# ---- design 1 ----
Figure 1. Register map, names as in the netlist (design 1).
Bar = 20 um.
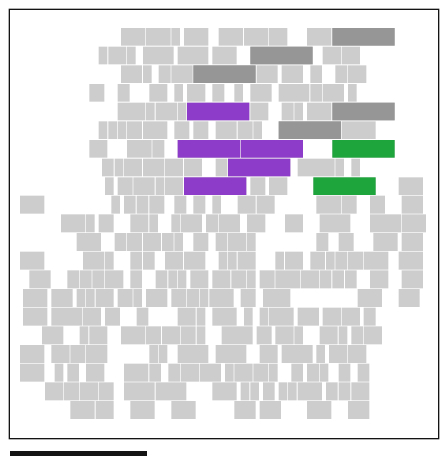

## src/rtl/cpu_ctrl_pkg.sv

```systemverilog
// Shared types and encodings for the multicycle control unit.
//   state_t   : 5-bit FSM state encoding (visible on dbg_state)
//   cause_t   : exception cause codes driven on Cause
//   aluop_t   : selector for alu_decoder
//   ALU_*, OP_*, F_* : the same encodings the existing datapath uses
package cpu_ctrl_pkg;

    // ALU operation codes
    localparam logic [3:0] ALU_AND = 4'd0;
    localparam logic [3:0] ALU_OR  = 4'd1;
    localparam logic [3:0] ALU_XOR = 4'd2;
    localparam logic [3:0] ALU_NOR = 4'd3;
    localparam logic [3:0] ALU_ADD = 4'd4;
    localparam logic [3:0] ALU_SUB = 4'd5;
    localparam logic [3:0] ALU_SLT = 4'd6;
    localparam logic [3:0] ALU_SLL = 4'd7;
    localparam logic [3:0] ALU_SRL = 4'd8;
    localparam logic [3:0] ALU_SRA = 4'd9;

    // Opcodes
    localparam logic [5:0] OP_RTYPE = 6'h00;
    localparam logic [5:0] OP_J     = 6'h02;
    localparam logic [5:0] OP_JAL   = 6'h03;
    localparam logic [5:0] OP_BEQ   = 6'h04;
    localparam logic [5:0] OP_BNE   = 6'h05;
    localparam logic [5:0] OP_ADDI  = 6'h08;
    localparam logic [5:0] OP_SLTI  = 6'h0A;
    localparam logic [5:0] OP_ANDI  = 6'h0C;
    localparam logic [5:0] OP_ORI   = 6'h0D;
    localparam logic [5:0] OP_XORI  = 6'h0E;
    localparam logic [5:0] OP_LW    = 6'h23;
    localparam logic [5:0] OP_SW    = 6'h2B;

    // R-type funct codes
    localparam logic [5:0] F_SLL = 6'h00;
    localparam logic [5:0] F_SRL = 6'h02;
    localparam logic [5:0] F_SRA = 6'h03;
    localparam logic [5:0] F_JR  = 6'h08;
    localparam logic [5:0] F_ADD = 6'h20;
    localparam logic [5:0] F_SUB = 6'h22;
    localparam logic [5:0] F_AND = 6'h24;
    localparam logic [5:0] F_OR  = 6'h25;
    localparam logic [5:0] F_XOR = 6'h26;
    localparam logic [5:0] F_NOR = 6'h27;
    localparam logic [5:0] F_SLT = 6'h2A;

    // PCSrc encodings
    localparam logic [1:0] PCSRC_ALU    = 2'b00;
    localparam logic [1:0] PCSRC_BRANCH = 2'b01;
    localparam logic [1:0] PCSRC_JUMP   = 2'b10;
    localparam logic [1:0] PCSRC_REG    = 2'b11;

    // ALUSrcB encodings
    localparam logic [1:0] SRCB_REG     = 2'b00;
    localparam logic [1:0] SRCB_FOUR    = 2'b01;
    localparam logic [1:0] SRCB_IMM     = 2'b10;
    localparam logic [1:0] SRCB_IMM_SL2 = 2'b11;

    typedef enum logic [4:0] {
        StFetch  = 5'd0,
        StDwait  = 5'd1,
        StDecode = 5'd2,
        StAddr   = 5'd3,
        StMemRd  = 5'd4,
        StMemWb  = 5'd5,
        StMemWr  = 5'd6,
        StExec   = 5'd7,
        StAluwb  = 5'd8,
        StBranch = 5'd9,
        StExi    = 5'd10,
        StWbi    = 5'd11,
        StJump   = 5'd12,
        StExc    = 5'd13
    } state_t;

    typedef enum logic [1:0] {
        CauseNone    = 2'b00,
        CauseIllegal = 2'b01,
        CauseBus     = 2'b10
    } cause_t;

    typedef enum logic [1:0] {
        AluOpAdd   = 2'b00,
        AluOpSub   = 2'b01,
        AluOpFunct = 2'b10,
        AluOpImm   = 2'b11
    } aluop_t;

    function automatic logic is_legal_r_funct(input logic [5:0] funct);
        case (funct)
            F_AND, F_OR, F_XOR, F_NOR, F_ADD, F_SUB, F_SLT,
            F_SLL, F_SRL, F_SRA, F_JR: return 1'b1;
            default:                   return 1'b0;
        endcase
    endfunction

endpackage

```

## src/rtl/control_unit_hs_alu_decoder.sv

```systemverilog
// Combinational ALU control decode.
//   aluop       : AluOpAdd/AluOpSub force the op; AluOpFunct decodes funct (R-type);
//                 AluOpImm decodes opcode (immediate ALU instructions)
//   funct       : instruction[5:0]
//   opcode      : instruction[31:26]
//   alu_control : ALU_* code
module alu_decoder
    import cpu_ctrl_pkg::*;
(
    input  aluop_t     aluop,
    input  logic [5:0] funct,
    input  logic [5:0] opcode,
    output logic [3:0] alu_control
);

    always_comb begin
        alu_control = ALU_ADD;
        unique case (aluop)
            AluOpAdd: alu_control = ALU_ADD;
            AluOpSub: alu_control = ALU_SUB;
            AluOpFunct: begin
                case (funct)
                    F_AND:   alu_control = ALU_AND;
                    F_OR:    alu_control = ALU_OR;
                    F_XOR:   alu_control = ALU_XOR;
                    F_NOR:   alu_control = ALU_NOR;
                    F_ADD:   alu_control = ALU_ADD;
                    F_SUB:   alu_control = ALU_SUB;
                    F_SLT:   alu_control = ALU_SLT;
                    F_SLL:   alu_control = ALU_SLL;
                    F_SRL:   alu_control = ALU_SRL;
                    F_SRA:   alu_control = ALU_SRA;
                    default: alu_control = ALU_ADD;
                endcase
            end
            AluOpImm: begin
                case (opcode)
                    OP_ANDI: alu_control = ALU_AND;
                    OP_ORI:  alu_control = ALU_OR;
                    OP_XORI: alu_control = ALU_XOR;
                    OP_SLTI: alu_control = ALU_SLT;
                    default: alu_control = ALU_ADD;
                endcase
            end
            default: alu_control = ALU_ADD;
        endcase
    end

endmodule

```

## src/rtl/control_unit_hs.sv

```systemverilog
// Multicycle MIPS control FSM with a mem_ready handshake on every memory access,
// an optional decode-settle delay, a bus-timeout trap and an illegal-opcode trap.
// Inputs : clk, rst (async, active-high), clk_en (advance enable), opcode, funct,
//          mem_ready (current access completes this cycle)
// Outputs: datapath strobes/selects (MemRead ... ALUControl), exception controls
//          (ExcPC, EPCWrite, CauseWrite, Cause) and dbg_state.
// Outputs are combinational from state, opcode, funct and mem_ready; rst forces
// every output to its idle default without waiting for a clock edge.
module control_unit_hs
    import cpu_ctrl_pkg::*;
#(
    parameter int unsigned DECODE_WAIT    = 1,
    parameter int unsigned MEM_TIMEOUT    = 16,
    parameter int unsigned EXC_ON_ILLEGAL = 1,
    parameter int unsigned CNT_W          = 5
) (
    input  logic       clk,
    input  logic       rst,
    input  logic       clk_en,
    input  logic [5:0] opcode,
    input  logic [5:0] funct,
    input  logic       mem_ready,
    output logic       MemRead,
    output logic       MemWrite,
    output logic       IorD,
    output logic       IRWrite,
    output logic       PCWrite,
    output logic       ALUSrcA,
    output logic       RegWrite,
    output logic       MemToReg,
    output logic       RegDst,
    output logic       ExtOp,
    output logic       UseShamt,
    output logic       WriteRA,
    output logic       BranchEQ,
    output logic       BranchNE,
    output logic [1:0] PCSrc,
    output logic [1:0] ALUSrcB,
    output logic [3:0] ALUControl,
    output logic       ExcPC,
    output logic       EPCWrite,
    output logic       CauseWrite,
    output logic [1:0] Cause,
    output logic [4:0] dbg_state
);

    localparam logic [CNT_W-1:0] DwLast =
        CNT_W'((DECODE_WAIT > 0) ? DECODE_WAIT - 1 : 0);
    localparam logic [CNT_W-1:0] TimeoutLast =
        CNT_W'((MEM_TIMEOUT > 0) ? MEM_TIMEOUT - 1 : 0);

    state_t           state_q;
    logic [CNT_W-1:0] cnt_q;
    cause_t           cause_q;

    state_t           decode_next;
    logic             timeout_hit;
    logic [CNT_W-1:0] cnt_inc;
    aluop_t           aluop;

    assign cnt_inc     = cnt_q + CNT_W'(1);
    // Only meaningful when mem_ready is low; a ready in the last cycle wins.
    assign timeout_hit = (MEM_TIMEOUT != 0) && (cnt_q == TimeoutLast);
    assign dbg_state   = state_q;

    // DECODE dispatch
    always_comb begin
        logic illegal;
        illegal     = 1'b0;
        decode_next = StFetch;
        case (opcode)
            OP_RTYPE: begin
                if (funct == F_JR)                decode_next = StJump;
                else if (is_legal_r_funct(funct)) decode_next = StExec;
                else                              illegal     = 1'b1;
            end
            OP_ADDI, OP_ANDI, OP_ORI, OP_XORI, OP_SLTI: decode_next = StExi;
            OP_LW, OP_SW:                               decode_next = StAddr;
            OP_BEQ, OP_BNE:                             decode_next = StBranch;
            OP_J, OP_JAL:                               decode_next = StJump;
            default:                                    illegal     = 1'b1;
        endcase
        if (illegal) decode_next = (EXC_ON_ILLEGAL != 0) ? StExc : StFetch;
    end

    // Counter defaults to clear so every state entry starts it from zero; only the
    // self-looping wait states let it advance.
    always_ff @(posedge clk or posedge rst) begin
        if (rst) begin
            state_q <= StFetch;
            cnt_q   <= '0;
            cause_q <= CauseNone;
        end else if (clk_en) begin
            cnt_q <= '0;
            unique case (state_q)
                StFetch: begin
                    if (mem_ready) begin
                        state_q <= (DECODE_WAIT == 0) ? StDecode : StDwait;
                    end else if (timeout_hit) begin
                        state_q <= StExc;
                        cause_q <= CauseBus;
                    end else begin
                        cnt_q <= cnt_inc;
                    end
                end
                StDwait: begin
                    if (cnt_q == DwLast) state_q <= StDecode;
                    else                 cnt_q   <= cnt_inc;
                end
                StDecode: begin
                    state_q <= decode_next;
                    if (decode_next == StExc) cause_q <= CauseIllegal;
                end
                StAddr: state_q <= (opcode == OP_SW) ? StMemWr : StMemRd;
                StMemRd: begin
                    if (mem_ready) begin
                        state_q <= StMemWb;
                    end else if (timeout_hit) begin
                        state_q <= StExc;
                        cause_q <= CauseBus;
                    end else begin
                        cnt_q <= cnt_inc;
                    end
                end
                StMemWr: begin
                    if (mem_ready) begin
                        state_q <= StFetch;
                    end else if (timeout_hit) begin
                        state_q <= StExc;
                        cause_q <= CauseBus;
                    end else begin
                        cnt_q <= cnt_inc;
                    end
                end
                StMemWb: state_q <= StWbi;
                StExec:  state_q <= StAluwb;
                StExi:   state_q <= StWbi;
                // ALUWB, BRANCH, WBI, JUMP and EXC all return to FETCH
                default: state_q <= StFetch;
            endcase
        end
    end

    always_comb begin
        MemRead    = 1'b0;
        MemWrite   = 1'b0;
        IorD       = 1'b0;
        IRWrite    = 1'b0;
        PCWrite    = 1'b0;
        ALUSrcA    = 1'b0;
        RegWrite   = 1'b0;
        MemToReg   = 1'b0;
        RegDst     = 1'b0;
        ExtOp      = 1'b1;
        UseShamt   = 1'b0;
        WriteRA    = 1'b0;
        BranchEQ   = 1'b0;
        BranchNE   = 1'b0;
        PCSrc      = PCSRC_ALU;
        ALUSrcB    = SRCB_REG;
        ExcPC      = 1'b0;
        EPCWrite   = 1'b0;
        CauseWrite = 1'b0;
        Cause      = CauseNone;
        aluop      = AluOpAdd;
        if (!rst) begin
            unique case (state_q)
                StFetch: begin
                    MemRead = 1'b1;
                    ALUSrcB = SRCB_FOUR;
                    PCWrite = mem_ready;
                    IRWrite = mem_ready;
                end
                // Branch target is precomputed while decoding
                StDwait, StDecode: ALUSrcB = SRCB_IMM_SL2;
                StAddr: begin
                    ALUSrcA = 1'b1;
                    ALUSrcB = SRCB_IMM;
                end
                StMemRd: begin
                    MemRead = 1'b1;
                    IorD    = 1'b1;
                end
                StMemWr: begin
                    MemWrite = 1'b1;
                    IorD     = 1'b1;
                end
                StMemWb: ;
                StExec: begin
                    ALUSrcA  = 1'b1;
                    aluop    = AluOpFunct;
                    UseShamt = (funct == F_SLL) || (funct == F_SRL) || (funct == F_SRA);
                end
                StAluwb: begin
                    RegWrite = 1'b1;
                    RegDst   = 1'b1;
                end
                StBranch: begin
                    ALUSrcA  = 1'b1;
                    aluop    = AluOpSub;
                    PCSrc    = PCSRC_BRANCH;
                    BranchEQ = (opcode == OP_BEQ);
                    BranchNE = (opcode == OP_BNE);
                end
                StExi: begin
                    ALUSrcA = 1'b1;
                    ALUSrcB = SRCB_IMM;
                    aluop   = AluOpImm;
                    // Logical immediates are zero-extended
                    ExtOp   = !((opcode == OP_ANDI) || (opcode == OP_ORI) ||
                                (opcode == OP_XORI));
                end
                StWbi: begin
                    RegWrite = 1'b1;
                    MemToReg = (opcode == OP_LW);
                end
                StJump: begin
                    PCWrite  = 1'b1;
                    PCSrc    = (opcode == OP_RTYPE) ? PCSRC_REG : PCSRC_JUMP;
                    RegWrite = (opcode == OP_JAL);
                    WriteRA  = (opcode == OP_JAL);
                end
                StExc: begin
                    ExcPC      = 1'b1;
                    PCWrite    = 1'b1;
                    EPCWrite   = 1'b1;
                    CauseWrite = 1'b1;
                    Cause      = cause_q;
                end
                default: ;
            endcase
        end
    end

    alu_decoder u_alu_decoder (
        .aluop       (aluop),
        .funct       (funct),
        .opcode      (opcode),
        .alu_control (ALUControl)
    );

endmodule

```

## config.mk

```make
export PLATFORM = sky130hd
export DESIGN_NAME = control_unit_hs
export DESIGN_NICKNAME = d
export VERILOG_FILES = /design/src/rtl/cpu_ctrl_pkg.sv /design/src/rtl/control_unit_hs_alu_decoder.sv /design/src/rtl/control_unit_hs.sv
export SDC_FILE = /design/constraint.sdc
export NUM_CORES = 1
export LEC_CHECK = 0
export CORE_UTILIZATION = 40
export DETAILED_ROUTE_END_ITERATION = 8
export PLACE_DENSITY = 0.76
export SYNTH_ARGS = -nofsm -noshare
export SYNTH_HDL_FRONTEND = slang
export SYNTH_SLANG_ARGS = --single-unit
```

## constraint.sdc

```tcl
create_clock -name clk -period 2.5 [get_ports clk]
set_input_delay 0.25 -clock clk [delete_from_list [all_inputs] [get_ports clk]]
set_output_delay 0.25 -clock clk [all_outputs]
set_load 0.02 [all_outputs]
```

# ---- design 2 ----
`config.mk`:
```
export PLATFORM = sky130hd
export DESIGN_NAME = maxpool_layer_2
export DESIGN_NICKNAME = d
export VERILOG_FILES = /design/src/rtl/mnist_pkg.sv /design/src/rtl/pool2_row_buf.sv /design/src/rtl/maxpool_layer_2.sv
export SDC_FILE = /design/constraint.sdc
export NUM_CORES = 1
export LEC_CHECK = 0
export CAP_MARGIN = 20
export CORE_AREA = 2 2 113 115
export CTS_CLUSTER_DIAMETER = 200
export DETAILED_ROUTE_END_ITERATION = 8
export DIE_AREA = 0 0 115 117
export PLACE_DENSITY = 0.6
export REMOVE_ABC_BUFFERS = 1
export SYNTH_ARGS = -nofsm -noshare
export SYNTH_HDL_FRONTEND = slang
export SYNTH_SLANG_ARGS = --single-unit
```
`constraint.sdc`:
```
create_clock -name clk -period 2.7 [get_ports clk]
set_clock_uncertainty 0.05 [all_clocks]
set_input_delay 0.405 -clock clk [delete_from_list [all_inputs] [get_ports clk]]
set_output_delay 0.405 -clock clk [all_outputs]
set_load 0.05 [all_outputs]
```
`src/rtl/mnist_pkg.sv`:
```
// Shared dimensions for the MNIST binary-network layers.
// Layer-2 pooling sizes are derived from the conv-2 map size with floor division.
package mnist_pkg;

    localparam int L2_MAP_W  = 11;
    localparam int L2_MAP_H  = 11;
    localparam int L2_CH     = 16;
    localparam int L2_POOL_W = L2_MAP_W / 2;
    localparam int L2_POOL_H = L2_MAP_H / 2;

endpackage

```
`src/rtl/pool2_row_buf.sv`:
```
// Holds one row of horizontally pooled vectors for maxpool_layer_2.
// One synchronous write port and one combinational read port share a single address.
module pool2_row_buf #(
    parameter int DEPTH = 5,
    parameter int WIDTH = 16,
    parameter int AW    = 3
) (
    input  logic             clk,
    input  logic             wr_en,
    input  logic [AW-1:0]    addr,
    input  logic [WIDTH-1:0] wr_data,
    output logic [WIDTH-1:0] rd_data
);

    logic [WIDTH-1:0] mem [DEPTH];

    // NOTE: no reset on the storage array; every entry is written on an even
    // row before the following odd row reads it, so reset would only add area.
    always_ff @(posedge clk) begin
        if (wr_en) mem[addr] <= wr_data;
    end

    assign rd_data = mem[addr];

endmodule

```
`src/rtl/maxpool_layer_2.sv`:
```
// 2x2 stride-2 binary max pool (4-input OR) over the 11x11x16 conv-2 map, floor pooling.
// Define MAXPOOL2_STATUS_EN to add the pool2_cnt per-frame output counter.
module maxpool_layer_2
    import mnist_pkg::*;
#(
    parameter int IN_W = L2_MAP_W,
    parameter int IN_H = L2_MAP_H,
    parameter int CH   = L2_CH
) (
    input  logic clk,
    input  logic rst_n,
    input  logic valid_in,
    input  logic conv2_in_1,
    input  logic conv2_in_2,
    input  logic conv2_in_3,
    input  logic conv2_in_4,
    input  logic conv2_in_5,
    input  logic conv2_in_6,
    input  logic conv2_in_7,
    input  logic conv2_in_8,
    input  logic conv2_in_9,
    input  logic conv2_in_10,
    input  logic conv2_in_11,
    input  logic conv2_in_12,
    input  logic conv2_in_13,
    input  logic conv2_in_14,
    input  logic conv2_in_15,
    input  logic conv2_in_16,
    output logic pool2_out_1,
    output logic pool2_out_2,
    output logic pool2_out_3,
    output logic pool2_out_4,
    output logic pool2_out_5,
    output logic pool2_out_6,
    output logic pool2_out_7,
    output logic pool2_out_8,
    output logic pool2_out_9,
    output logic pool2_out_10,
    output logic pool2_out_11,
    output logic pool2_out_12,
    output logic pool2_out_13,
    output logic pool2_out_14,
    output logic pool2_out_15,
    output logic pool2_out_16,
    output logic valid_out_pool2,
    output logic frame_done
`ifdef MAXPOOL2_STATUS_EN
    ,
    output logic [4:0] pool2_cnt
`endif
);

    localparam int CW = $clog2(IN_W);
    localparam int RW = $clog2(IN_H);
    localparam int PW = IN_W / 2;
    localparam int PH = IN_H / 2;
    localparam int AW = (PW > 1) ? $clog2(PW) : 1;

    logic [CW-1:0] col;
    logic [RW-1:0] row;
    logic [CH-1:0] in_vec, h_reg, h, buf_rd, pool_q;
    logic          last_col, last_row, row_in_range, buf_wr, emit;

    assign in_vec = {conv2_in_16, conv2_in_15, conv2_in_14, conv2_in_13,
                     conv2_in_12, conv2_in_11, conv2_in_10, conv2_in_9,
                     conv2_in_8,  conv2_in_7,  conv2_in_6,  conv2_in_5,
                     conv2_in_4,  conv2_in_3,  conv2_in_2,  conv2_in_1};

    assign last_col     = (int'(col) == IN_W - 1);
    assign last_row     = (int'(row) == IN_H - 1);
    // An odd column always has a partner; only the even last row of an odd-height map is dropped.
    assign row_in_range = (int'(row) < 2 * PH);
    assign h            = h_reg | in_vec;
    assign buf_wr       = valid_in & col[0] & ~row[0] & row_in_range;
    assign emit         = valid_in & col[0] & row[0];

    pool2_row_buf #(
        .DEPTH (PW),
        .WIDTH (CH),
        .AW    (AW)
    ) u_row_buf (
        .clk     (clk),
        .wr_en   (buf_wr),
        .addr    (AW'(col >> 1)),
        .wr_data (h),
        .rd_data (buf_rd)
    );

    // NOTE: every register here uses <=, so all reads in this block see the
    // pre-edge values of col/row/h_reg regardless of statement order.
    always_ff @(posedge clk) begin
        if (!rst_n) begin
            col             <= '0;
            row             <= '0;
            h_reg           <= '0;
            pool_q          <= '0;
            valid_out_pool2 <= 1'b0;
            frame_done      <= 1'b0;
        end else begin
            valid_out_pool2 <= emit;
            frame_done      <= valid_in & last_col & last_row;
            if (valid_in) begin
                if (last_col) begin
                    col <= '0;
                    row <= last_row ? '0 : row + 1'b1;
                end else begin
                    col <= col + 1'b1;
                end
                if (!col[0]) h_reg <= in_vec;
            end
            if (emit) pool_q <= buf_rd | h;
        end
    end

    assign {pool2_out_16, pool2_out_15, pool2_out_14, pool2_out_13,
            pool2_out_12, pool2_out_11, pool2_out_10, pool2_out_9,
            pool2_out_8,  pool2_out_7,  pool2_out_6,  pool2_out_5,
            pool2_out_4,  pool2_out_3,  pool2_out_2,  pool2_out_1} = pool_q;

`ifdef MAXPOOL2_STATUS_EN
    // Count holds through frame_done so the consumer can read the final total.
    always_ff @(posedge clk) begin
        if (!rst_n)          pool2_cnt <= '0;
        else if (frame_done) pool2_cnt <= '0;
        else if (emit)       pool2_cnt <= pool2_cnt + 1'b1;
    end
`endif

endmodule
```
# ---- design 3 ----
==> src/rtl/ppct_mult_arbiter_if.sv <==
// Request/response bus between the requesting PEs and the shared PPCT
// multiplier. Defining PPCT_EXACT_MODE_EN adds the per-requester req_exact
// lines, which travel with the operands.
interface ppct_mult_arbiter_if #(
   parameter int unsigned NREQ  = 4,
   parameter int unsigned WIDTH = 8
);
   localparam int unsigned IDW = (NREQ > 1) ? $clog2(NREQ) : 1;

   logic [NREQ-1:0]       req_valid;
   logic [NREQ-1:0]       req_ready;
   logic [NREQ*WIDTH-1:0] req_x;
   logic [NREQ*WIDTH-1:0] req_y;
   logic                  rsp_valid;
   logic                  rsp_ready;
   logic [2*WIDTH-1:0]    rsp_data;
   logic [IDW-1:0]        rsp_id;
`ifdef PPCT_EXACT_MODE_EN
   logic [NREQ-1:0]       req_exact;

   modport master (
      output req_valid, req_x, req_y, req_exact, rsp_ready,
      input  req_ready, rsp_valid, rsp_data, rsp_id
   );

   modport slave (
      input  req_valid, req_x, req_y, req_exact, rsp_ready,
      output req_ready, rsp_valid, rsp_data, rsp_id
   );
`else
   modport master (
      output req_valid, req_x, req_y, rsp_ready,
      input  req_ready, rsp_valid, rsp_data, rsp_id
   );

   modport slave (
      input  req_valid, req_x, req_y, rsp_ready,
      output req_ready, rsp_valid, rsp_data, rsp_id
   );
`endif
endinterface

==> src/rtl/ppct_mult_arbiter.sv <==
// Round-robin arbiter in front of a shared column-truncated (PPCT)
// approximate multiplier. Two pipeline stages: operand register, then
// product register; responses carry the originating requester id.
// Optional feature: PPCT_EXACT_MODE_EN adds a per-op exact-multiply flag.
module ppct_mult_arbiter #(
   parameter int unsigned NREQ  = 4,
   parameter int unsigned WIDTH = 8,
   parameter int unsigned THETA = 6
) (
   input  logic                 clk,
   input  logic                 rst,
   ppct_mult_arbiter_if.slave   bus,
   output logic [15:0]          ops_cnt
);
   localparam int unsigned IDW  = (NREQ > 1) ? $clog2(NREQ) : 1;
   localparam int unsigned ID1W = IDW + 1;
   localparam int unsigned PW   = 2 * WIDTH;

   typedef logic [IDW-1:0] id_t;

   // Truncated partial-product sum: low t_i bits of x are dropped in row i.
   function automatic logic [PW-1:0] ppct_mul(input logic [WIDTH-1:0] x,
                                              input logic [WIDTH-1:0] y,
                                              input logic             exact);
      logic [PW-1:0]    acc;
      logic [WIDTH-1:0] row;
      int unsigned      t;
      acc = '0;
      for (int unsigned i = 0; i < WIDTH; i++) begin
         t   = (!exact && (i < THETA)) ? (THETA - i) : 32'd0;
         row = ((x >> t) << t) & {WIDTH{y[i]}};
         acc = acc + ({{WIDTH{1'b0}}, row} << i);
      end
      return acc;
   endfunction

   logic             s1_v;
   logic [WIDTH-1:0] s1_x;
   logic [WIDTH-1:0] s1_y;
   id_t              s1_id;
   logic             s2_v;
   logic [PW-1:0]    s2_data;
   id_t              s2_id;
   id_t              rr_ptr;

   logic             s2_hold;
   logic             s1_adv;
   logic             s1_free;
   logic             gnt_any;
   id_t              gnt_idx;
   logic [IDW:0]     scan_sum;
   logic [NREQ-1:0]  ready;
   logic             xfer;
   logic [WIDTH-1:0] sel_x;
   logic [WIDTH-1:0] sel_y;
   logic [PW-1:0]    prod;
`ifdef PPCT_EXACT_MODE_EN
   logic             sel_exact;
   logic             s1_exact;
`endif

   assign s2_hold = s2_v & ~bus.rsp_ready;
   assign s1_adv  = ~s2_hold;
   assign s1_free = ~s1_v | s1_adv;

   // Round-robin scan: first valid requester at or above rr_ptr, with wrap.
   always_comb begin
      gnt_any  = 1'b0;
      gnt_idx  = '0;
      scan_sum = '0;
      for (int unsigned off = 0; off < NREQ; off++) begin
         scan_sum = {1'b0, rr_ptr} + ID1W'(off);
         if (scan_sum >= ID1W'(NREQ)) scan_sum = scan_sum - ID1W'(NREQ);
         if (!gnt_any && bus.req_valid[scan_sum[IDW-1:0]]) begin
            gnt_any = 1'b1;
            gnt_idx = scan_sum[IDW-1:0];
         end
      end
   end

   // Grant only when stage 1 can take an operand; nothing granted in reset.
   always_comb begin
      ready = '0;
      xfer  = 1'b0;
      if (!rst && s1_free && gnt_any) begin
         ready[gnt_idx] = 1'b1;
         xfer           = 1'b1;
      end
   end

   assign bus.req_ready = ready;

   // Operand mux for the granted requester.
   always_comb begin
      sel_x = '0;
      sel_y = '0;
`ifdef PPCT_EXACT_MODE_EN
      sel_exact = 1'b0;
`endif
      for (int unsigned i = 0; i < NREQ; i++) begin
         if (gnt_idx == IDW'(i)) begin
            sel_x = bus.req_x[i*WIDTH +: WIDTH];
            sel_y = bus.req_y[i*WIDTH +: WIDTH];
`ifdef PPCT_EXACT_MODE_EN
            sel_exact = bus.req_exact[i];
`endif
         end
      end
   end

   // Multiplier between the operand and product registers.
   always_comb begin
`ifdef PPCT_EXACT_MODE_EN
      prod = ppct_mul(s1_x, s1_y, s1_exact);
`else
      prod = ppct_mul(s1_x, s1_y, 1'b0);
`endif
   end

   // Round-robin pointer moves past the winner only on a transfer.
   always_ff @(posedge clk or posedge rst) begin
      if (rst) begin
         rr_ptr <= '0;
      end else if (xfer) begin
         rr_ptr <= (gnt_idx == IDW'(NREQ - 1)) ? '0 : gnt_idx + 1'b1;
      end
   end

   // Stage 1: operand register.
   always_ff @(posedge clk or posedge rst) begin
      if (rst) begin
         s1_v  <= 1'b0;
         s1_x  <= '0;
         s1_y  <= '0;
         s1_id <= '0;
`ifdef PPCT_EXACT_MODE_EN
         s1_exact <= 1'b0;
`endif
      end else if (xfer) begin
         s1_v  <= 1'b1;
         s1_x  <= sel_x;
         s1_y  <= sel_y;
         s1_id <= gnt_idx;
`ifdef PPCT_EXACT_MODE_EN
         s1_exact <= sel_exact;
`endif
      end else if (s1_adv) begin
         s1_v <= 1'b0;
      end
   end

   // Stage 2: product register, frozen while the consumer stalls.
   always_ff @(posedge clk or posedge rst) begin
      if (rst) begin
         s2_v    <= 1'b0;
         s2_data <= '0;
         s2_id   <= '0;
      end else if (s1_adv) begin
         s2_v <= s1_v;
         if (s1_v) begin
            s2_data <= prod;
            s2_id   <= s1_id;
         end
      end
   end

   // Completed-response counter, saturating.
   always_ff @(posedge clk or posedge rst) begin
      if (rst) begin
         ops_cnt <= '0;
      end else if (s2_v && bus.rsp_ready && (ops_cnt != 16'hFFFF)) begin
         ops_cnt <= ops_cnt + 16'd1;
      end
   end

   assign bus.rsp_valid = s2_v;
   assign bus.rsp_data  = s2_data;
   assign bus.rsp_id    = s2_id;
endmodule

==> src/flat_wrapper.sv <==
// flat-port wrapper written by rule: the top's interface ports become plain ports
module ppct_mult_arbiter_flat 
#(
   parameter int unsigned NREQ  = 4,
   parameter int unsigned WIDTH = 8,
   parameter int unsigned THETA = 6
)
  (clk, rst, ops_cnt, bus_req_valid, bus_req_x, bus_req_y, bus_rsp_ready, bus_req_ready, bus_rsp_valid, bus_rsp_data, bus_rsp_id);
  ppct_mult_arbiter_if #(.NREQ(NREQ), .WIDTH(WIDTH)) bus_i ();
  input  logic clk;
  input  logic rst;
  output logic [15:0] ops_cnt;
  input wire logic [$bits(bus_i.req_valid)-1:0] bus_req_valid;
  input wire logic [$bits(bus_i.req_x)-1:0] bus_req_x;
  input wire logic [$bits(bus_i.req_y)-1:0] bus_req_y;
  input wire logic [$bits(bus_i.rsp_ready)-1:0] bus_rsp_ready;
  output wire logic [$bits(bus_i.req_ready)-1:0] bus_req_ready;
  output wire logic [$bits(bus_i.rsp_valid)-1:0] bus_rsp_valid;
  output wire logic [$bits(bus_i.rsp_data)-1:0] bus_rsp_data;
  output wire logic [$bits(bus_i.rsp_id)-1:0] bus_rsp_id;
  assign bus_i.req_valid = bus_req_valid;
  assign bus_i.req_x = bus_req_x;
  assign bus_i.req_y = bus_req_y;
  assign bus_i.rsp_ready = bus_rsp_ready;
  assign bus_req_ready = bus_i.req_ready;
  assign bus_rsp_valid = bus_i.rsp_valid;
  assign bus_rsp_data = bus_i.rsp_data;
  assign bus_rsp_id = bus_i.rsp_id;
  ppct_mult_arbiter #(.NREQ(NREQ), .WIDTH(WIDTH), .THETA(THETA)) u_core (.clk(clk), .rst(rst), .bus(bus_i), .ops_cnt(ops_cnt));
endmodule
==> config.mk <==
export PLATFORM = sky130hd
export DESIGN_NAME = ppct_mult_arbiter_flat
export DESIGN_NICKNAME = d
export VERILOG_FILES = /design/src/rtl/ppct_mult_arbiter_if.sv /design/src/rtl/ppct_mult_arbiter.sv /design/src/flat_wrapper.sv
export SDC_FILE = /design/constraint.sdc
export NUM_CORES = 1
export LEC_CHECK = 0
export CELL_PAD_IN_SITES_DETAIL_PLACEMENT = 1
export CELL_PAD_IN_SITES_GLOBAL_PLACEMENT = 1
export CORE_MARGIN = 4
export CORE_UTILIZATION = 40
export CTS_BUF_LIST = sky130_fd_sc_hd__clkbuf_16
export CTS_CLUSTER_SIZE = 40
export DETAILED_ROUTE_END_ITERATION = 10
export PLACE_DENSITY_LB_ADDON = 0.1
export SKIP_CTS_REPAIR_TIMING = 1
export SYNTH_ARGS = -nofsm -noshare
export SYNTH_HDL_FRONTEND = slang
export SYNTH_SLANG_ARGS = --single-unit
==> constraint.sdc <==
create_clock -name clk -period 15.5 [get_ports clk]
set_clock_uncertainty 0.15 [all_clocks]
set_input_delay 4.65 -clock clk [delete_from_list [all_inputs] [get_ports clk]]
set_output_delay 4.65 -clock clk [all_outputs]
set_load 0.02 [all_outputs]
Figure 2. Metal 3 (design 1).
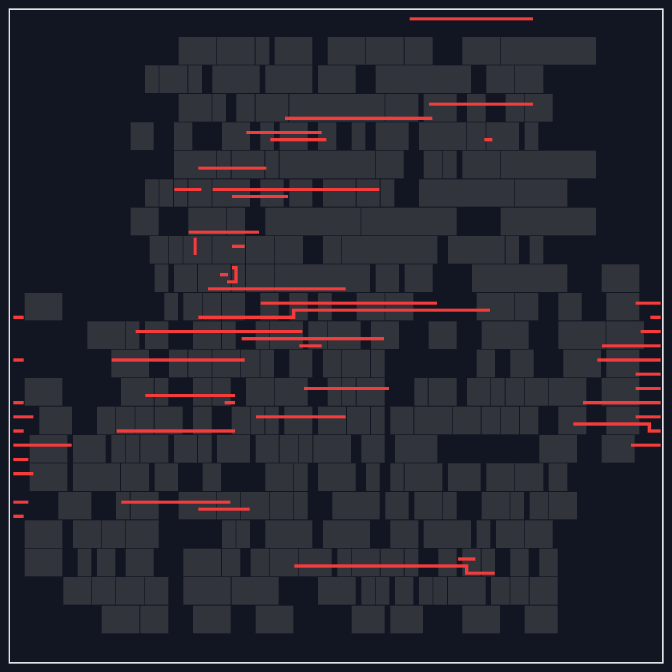
share of all routed wire: 6.7%
main direction: horizontal
met3 Use GR: 0.04745
Vias: 1786
final wirelength: 4724 um

About Figure 1:
| color | netlist name | flops |
|---|---|---|
| green | `cause_q` | 2 |
| purple | `dbg_state` | 5 |

==> results.sh, design 1 <==
# implementation run metrics
export IMPL_outcome="finished, final reports clean"
export IMPL_cts_hold_buf=0
export IMPL_globalRouteMet1Util=0.3605
export IMPL_syn_to_final_growth_pct=48.20
export IMPL_maxPowerGroup="combinational logic"
export IMPL_xor_share=0.01201
export IMPL_ios=48
export IMPL_grt_max_degree=13
export IMPL_rows=21
export IMPL_fin_util=0.6330
export IMPL_dp_slack_ns=-0.09365
export IMPL_fmax_ghz=0.4145
export IMPL_logic_family="simple AND/OR/NAND/NOR gates"
export IMPL_slew_headroom=0.6296
export IMPL_ys_top_cells_by_area="dfrtp_1, nand2_1, nor2_1"
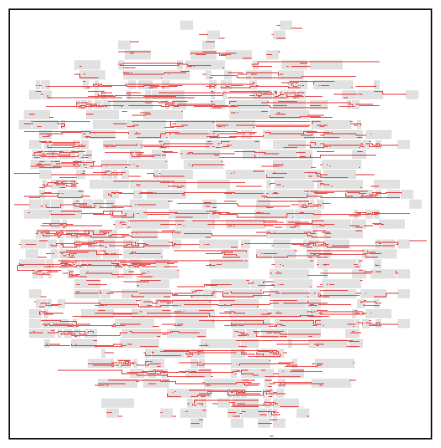
Figure 3: design 2, met1 routing.
share of all routed wire: 45%
main direction: horizontal
nets with wire on the layer: 394
longest straight run: 50.6 um
wire length on this layer: 4490 um

==> results.sh, design 2 <==
# implementation run metrics
export IMPL_outcome="finished, final reports clean"
export IMPL_port_buffers=36
export IMPL_path_depth=1
export IMPL_hp_class="reg2reg"
export IMPL_grt_busiest_layer="met2"
export IMPL_synth_area_um2=4807
export IMPL_ys_sh_adder=0.002603
export IMPL_fillers=1099
export IMPL_cellLeakagePower_nw=2.070
export IMPL_ant_nets=0
export IMPL_startpoint="pool_q[5]"
export IMPL_share_comb_of_total_power=0.044
export IMPL_grt_use_total=0.1555
export IMPL_holdPathStages=2
export IMPL_cts_hold_buf=0
export IMPL_h_tree_depth=4
export IMPL_drive_gt1_frac=0.2175
export IMPL_largest_cell_class="sequential cells"
export IMPL_core_area_um2=12310
export IMPL_dp_cells=541
export IMPL_ys_warn_count=0
export IMPL_arrival_ns=1.54
export IMPL_ff2ff_setup_slack_ns=0.74
export IMPL_place_congestion=0.7449
export IMPL_power_density_nw_per_um2=748.1
export IMPL_layout_worst_path_cycle_share=0.7399
export IMPL_most_common_cell="edfxtp_1"
export IMPL_xor_share=0.001822
export IMPL_reg2reg_from="col[0]"
export IMPL_dpl_hpwl_um=5768
Figure 4. M2 wires (design 3).
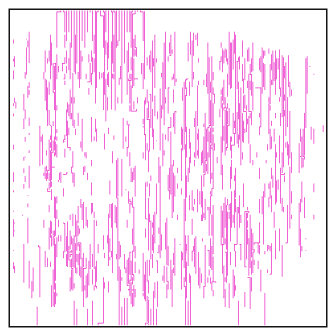
main direction: vertical
wire length on this layer: 5710 um
nets with wire on the layer: 568
share of all routed wire: 50%
longest straight run: 38.1 um

==> results.sh, design 3 <==
# implementation run metrics
export IMPL_cts_sinks=50
export IMPL_numCtsBuffers=5
export IMPL_via_per_inst=5.290
export IMPL_hp_class="reg2reg"
export IMPL_globalRouteMet1Util=0.2661
export IMPL_clk_share=0.03192
export IMPL_cts_tree="yes"
export IMPL_grt_max_degree=51
export IMPL_cp_slowest_cell="a311oi_1"
export IMPL_clkPwrFrac=0.143
export IMPL_wl_um=11450
export IMPL_synth_cells=447
export IMPL_num_vias=3539
export IMPL_outcome="finished, final reports clean"
export IMPL_seqPwrFrac=0.263
export IMPL_hold_end="u_core.bus.rsp_data[11]"
export IMPL_antenna_cells=0
export IMPL_firstDrtPassIters=4
export IMPL_ff_count=50
export IMPL_clk_root_buffer_cell="clkbuf_16"
export IMPL_logic_gates=316
export IMPL_hold_ws_ns=0.3432
export IMPL_crit_buf_inv=2
export IMPL_die_x_um=109.8

==> notes/layouts.md <==
Pictures saved along the way, in no particular order.

Track usage over the die.
(a)
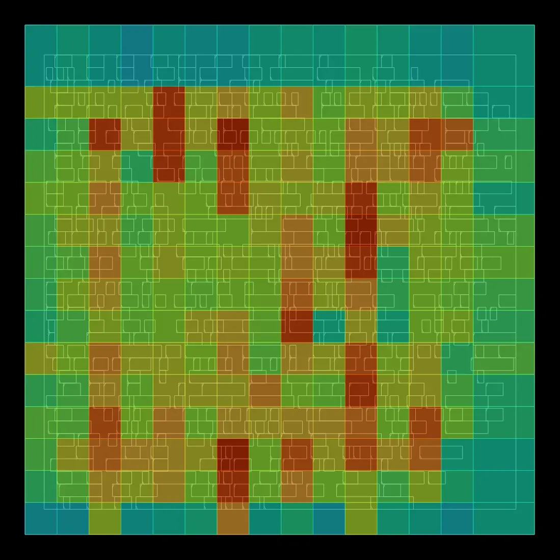
(b)
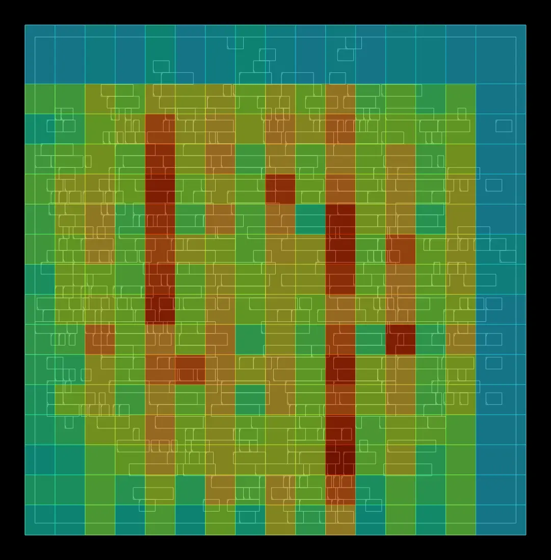
(c)
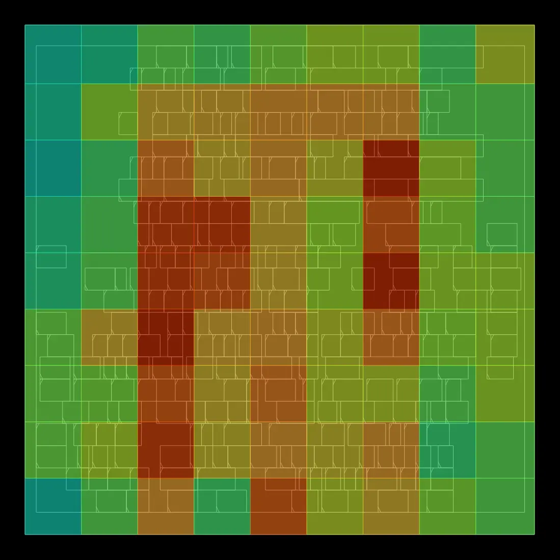
| from | picture |
|---|---|
| design 2 | (b) |
| design 1 | (c) |
| design 3 | (a) |


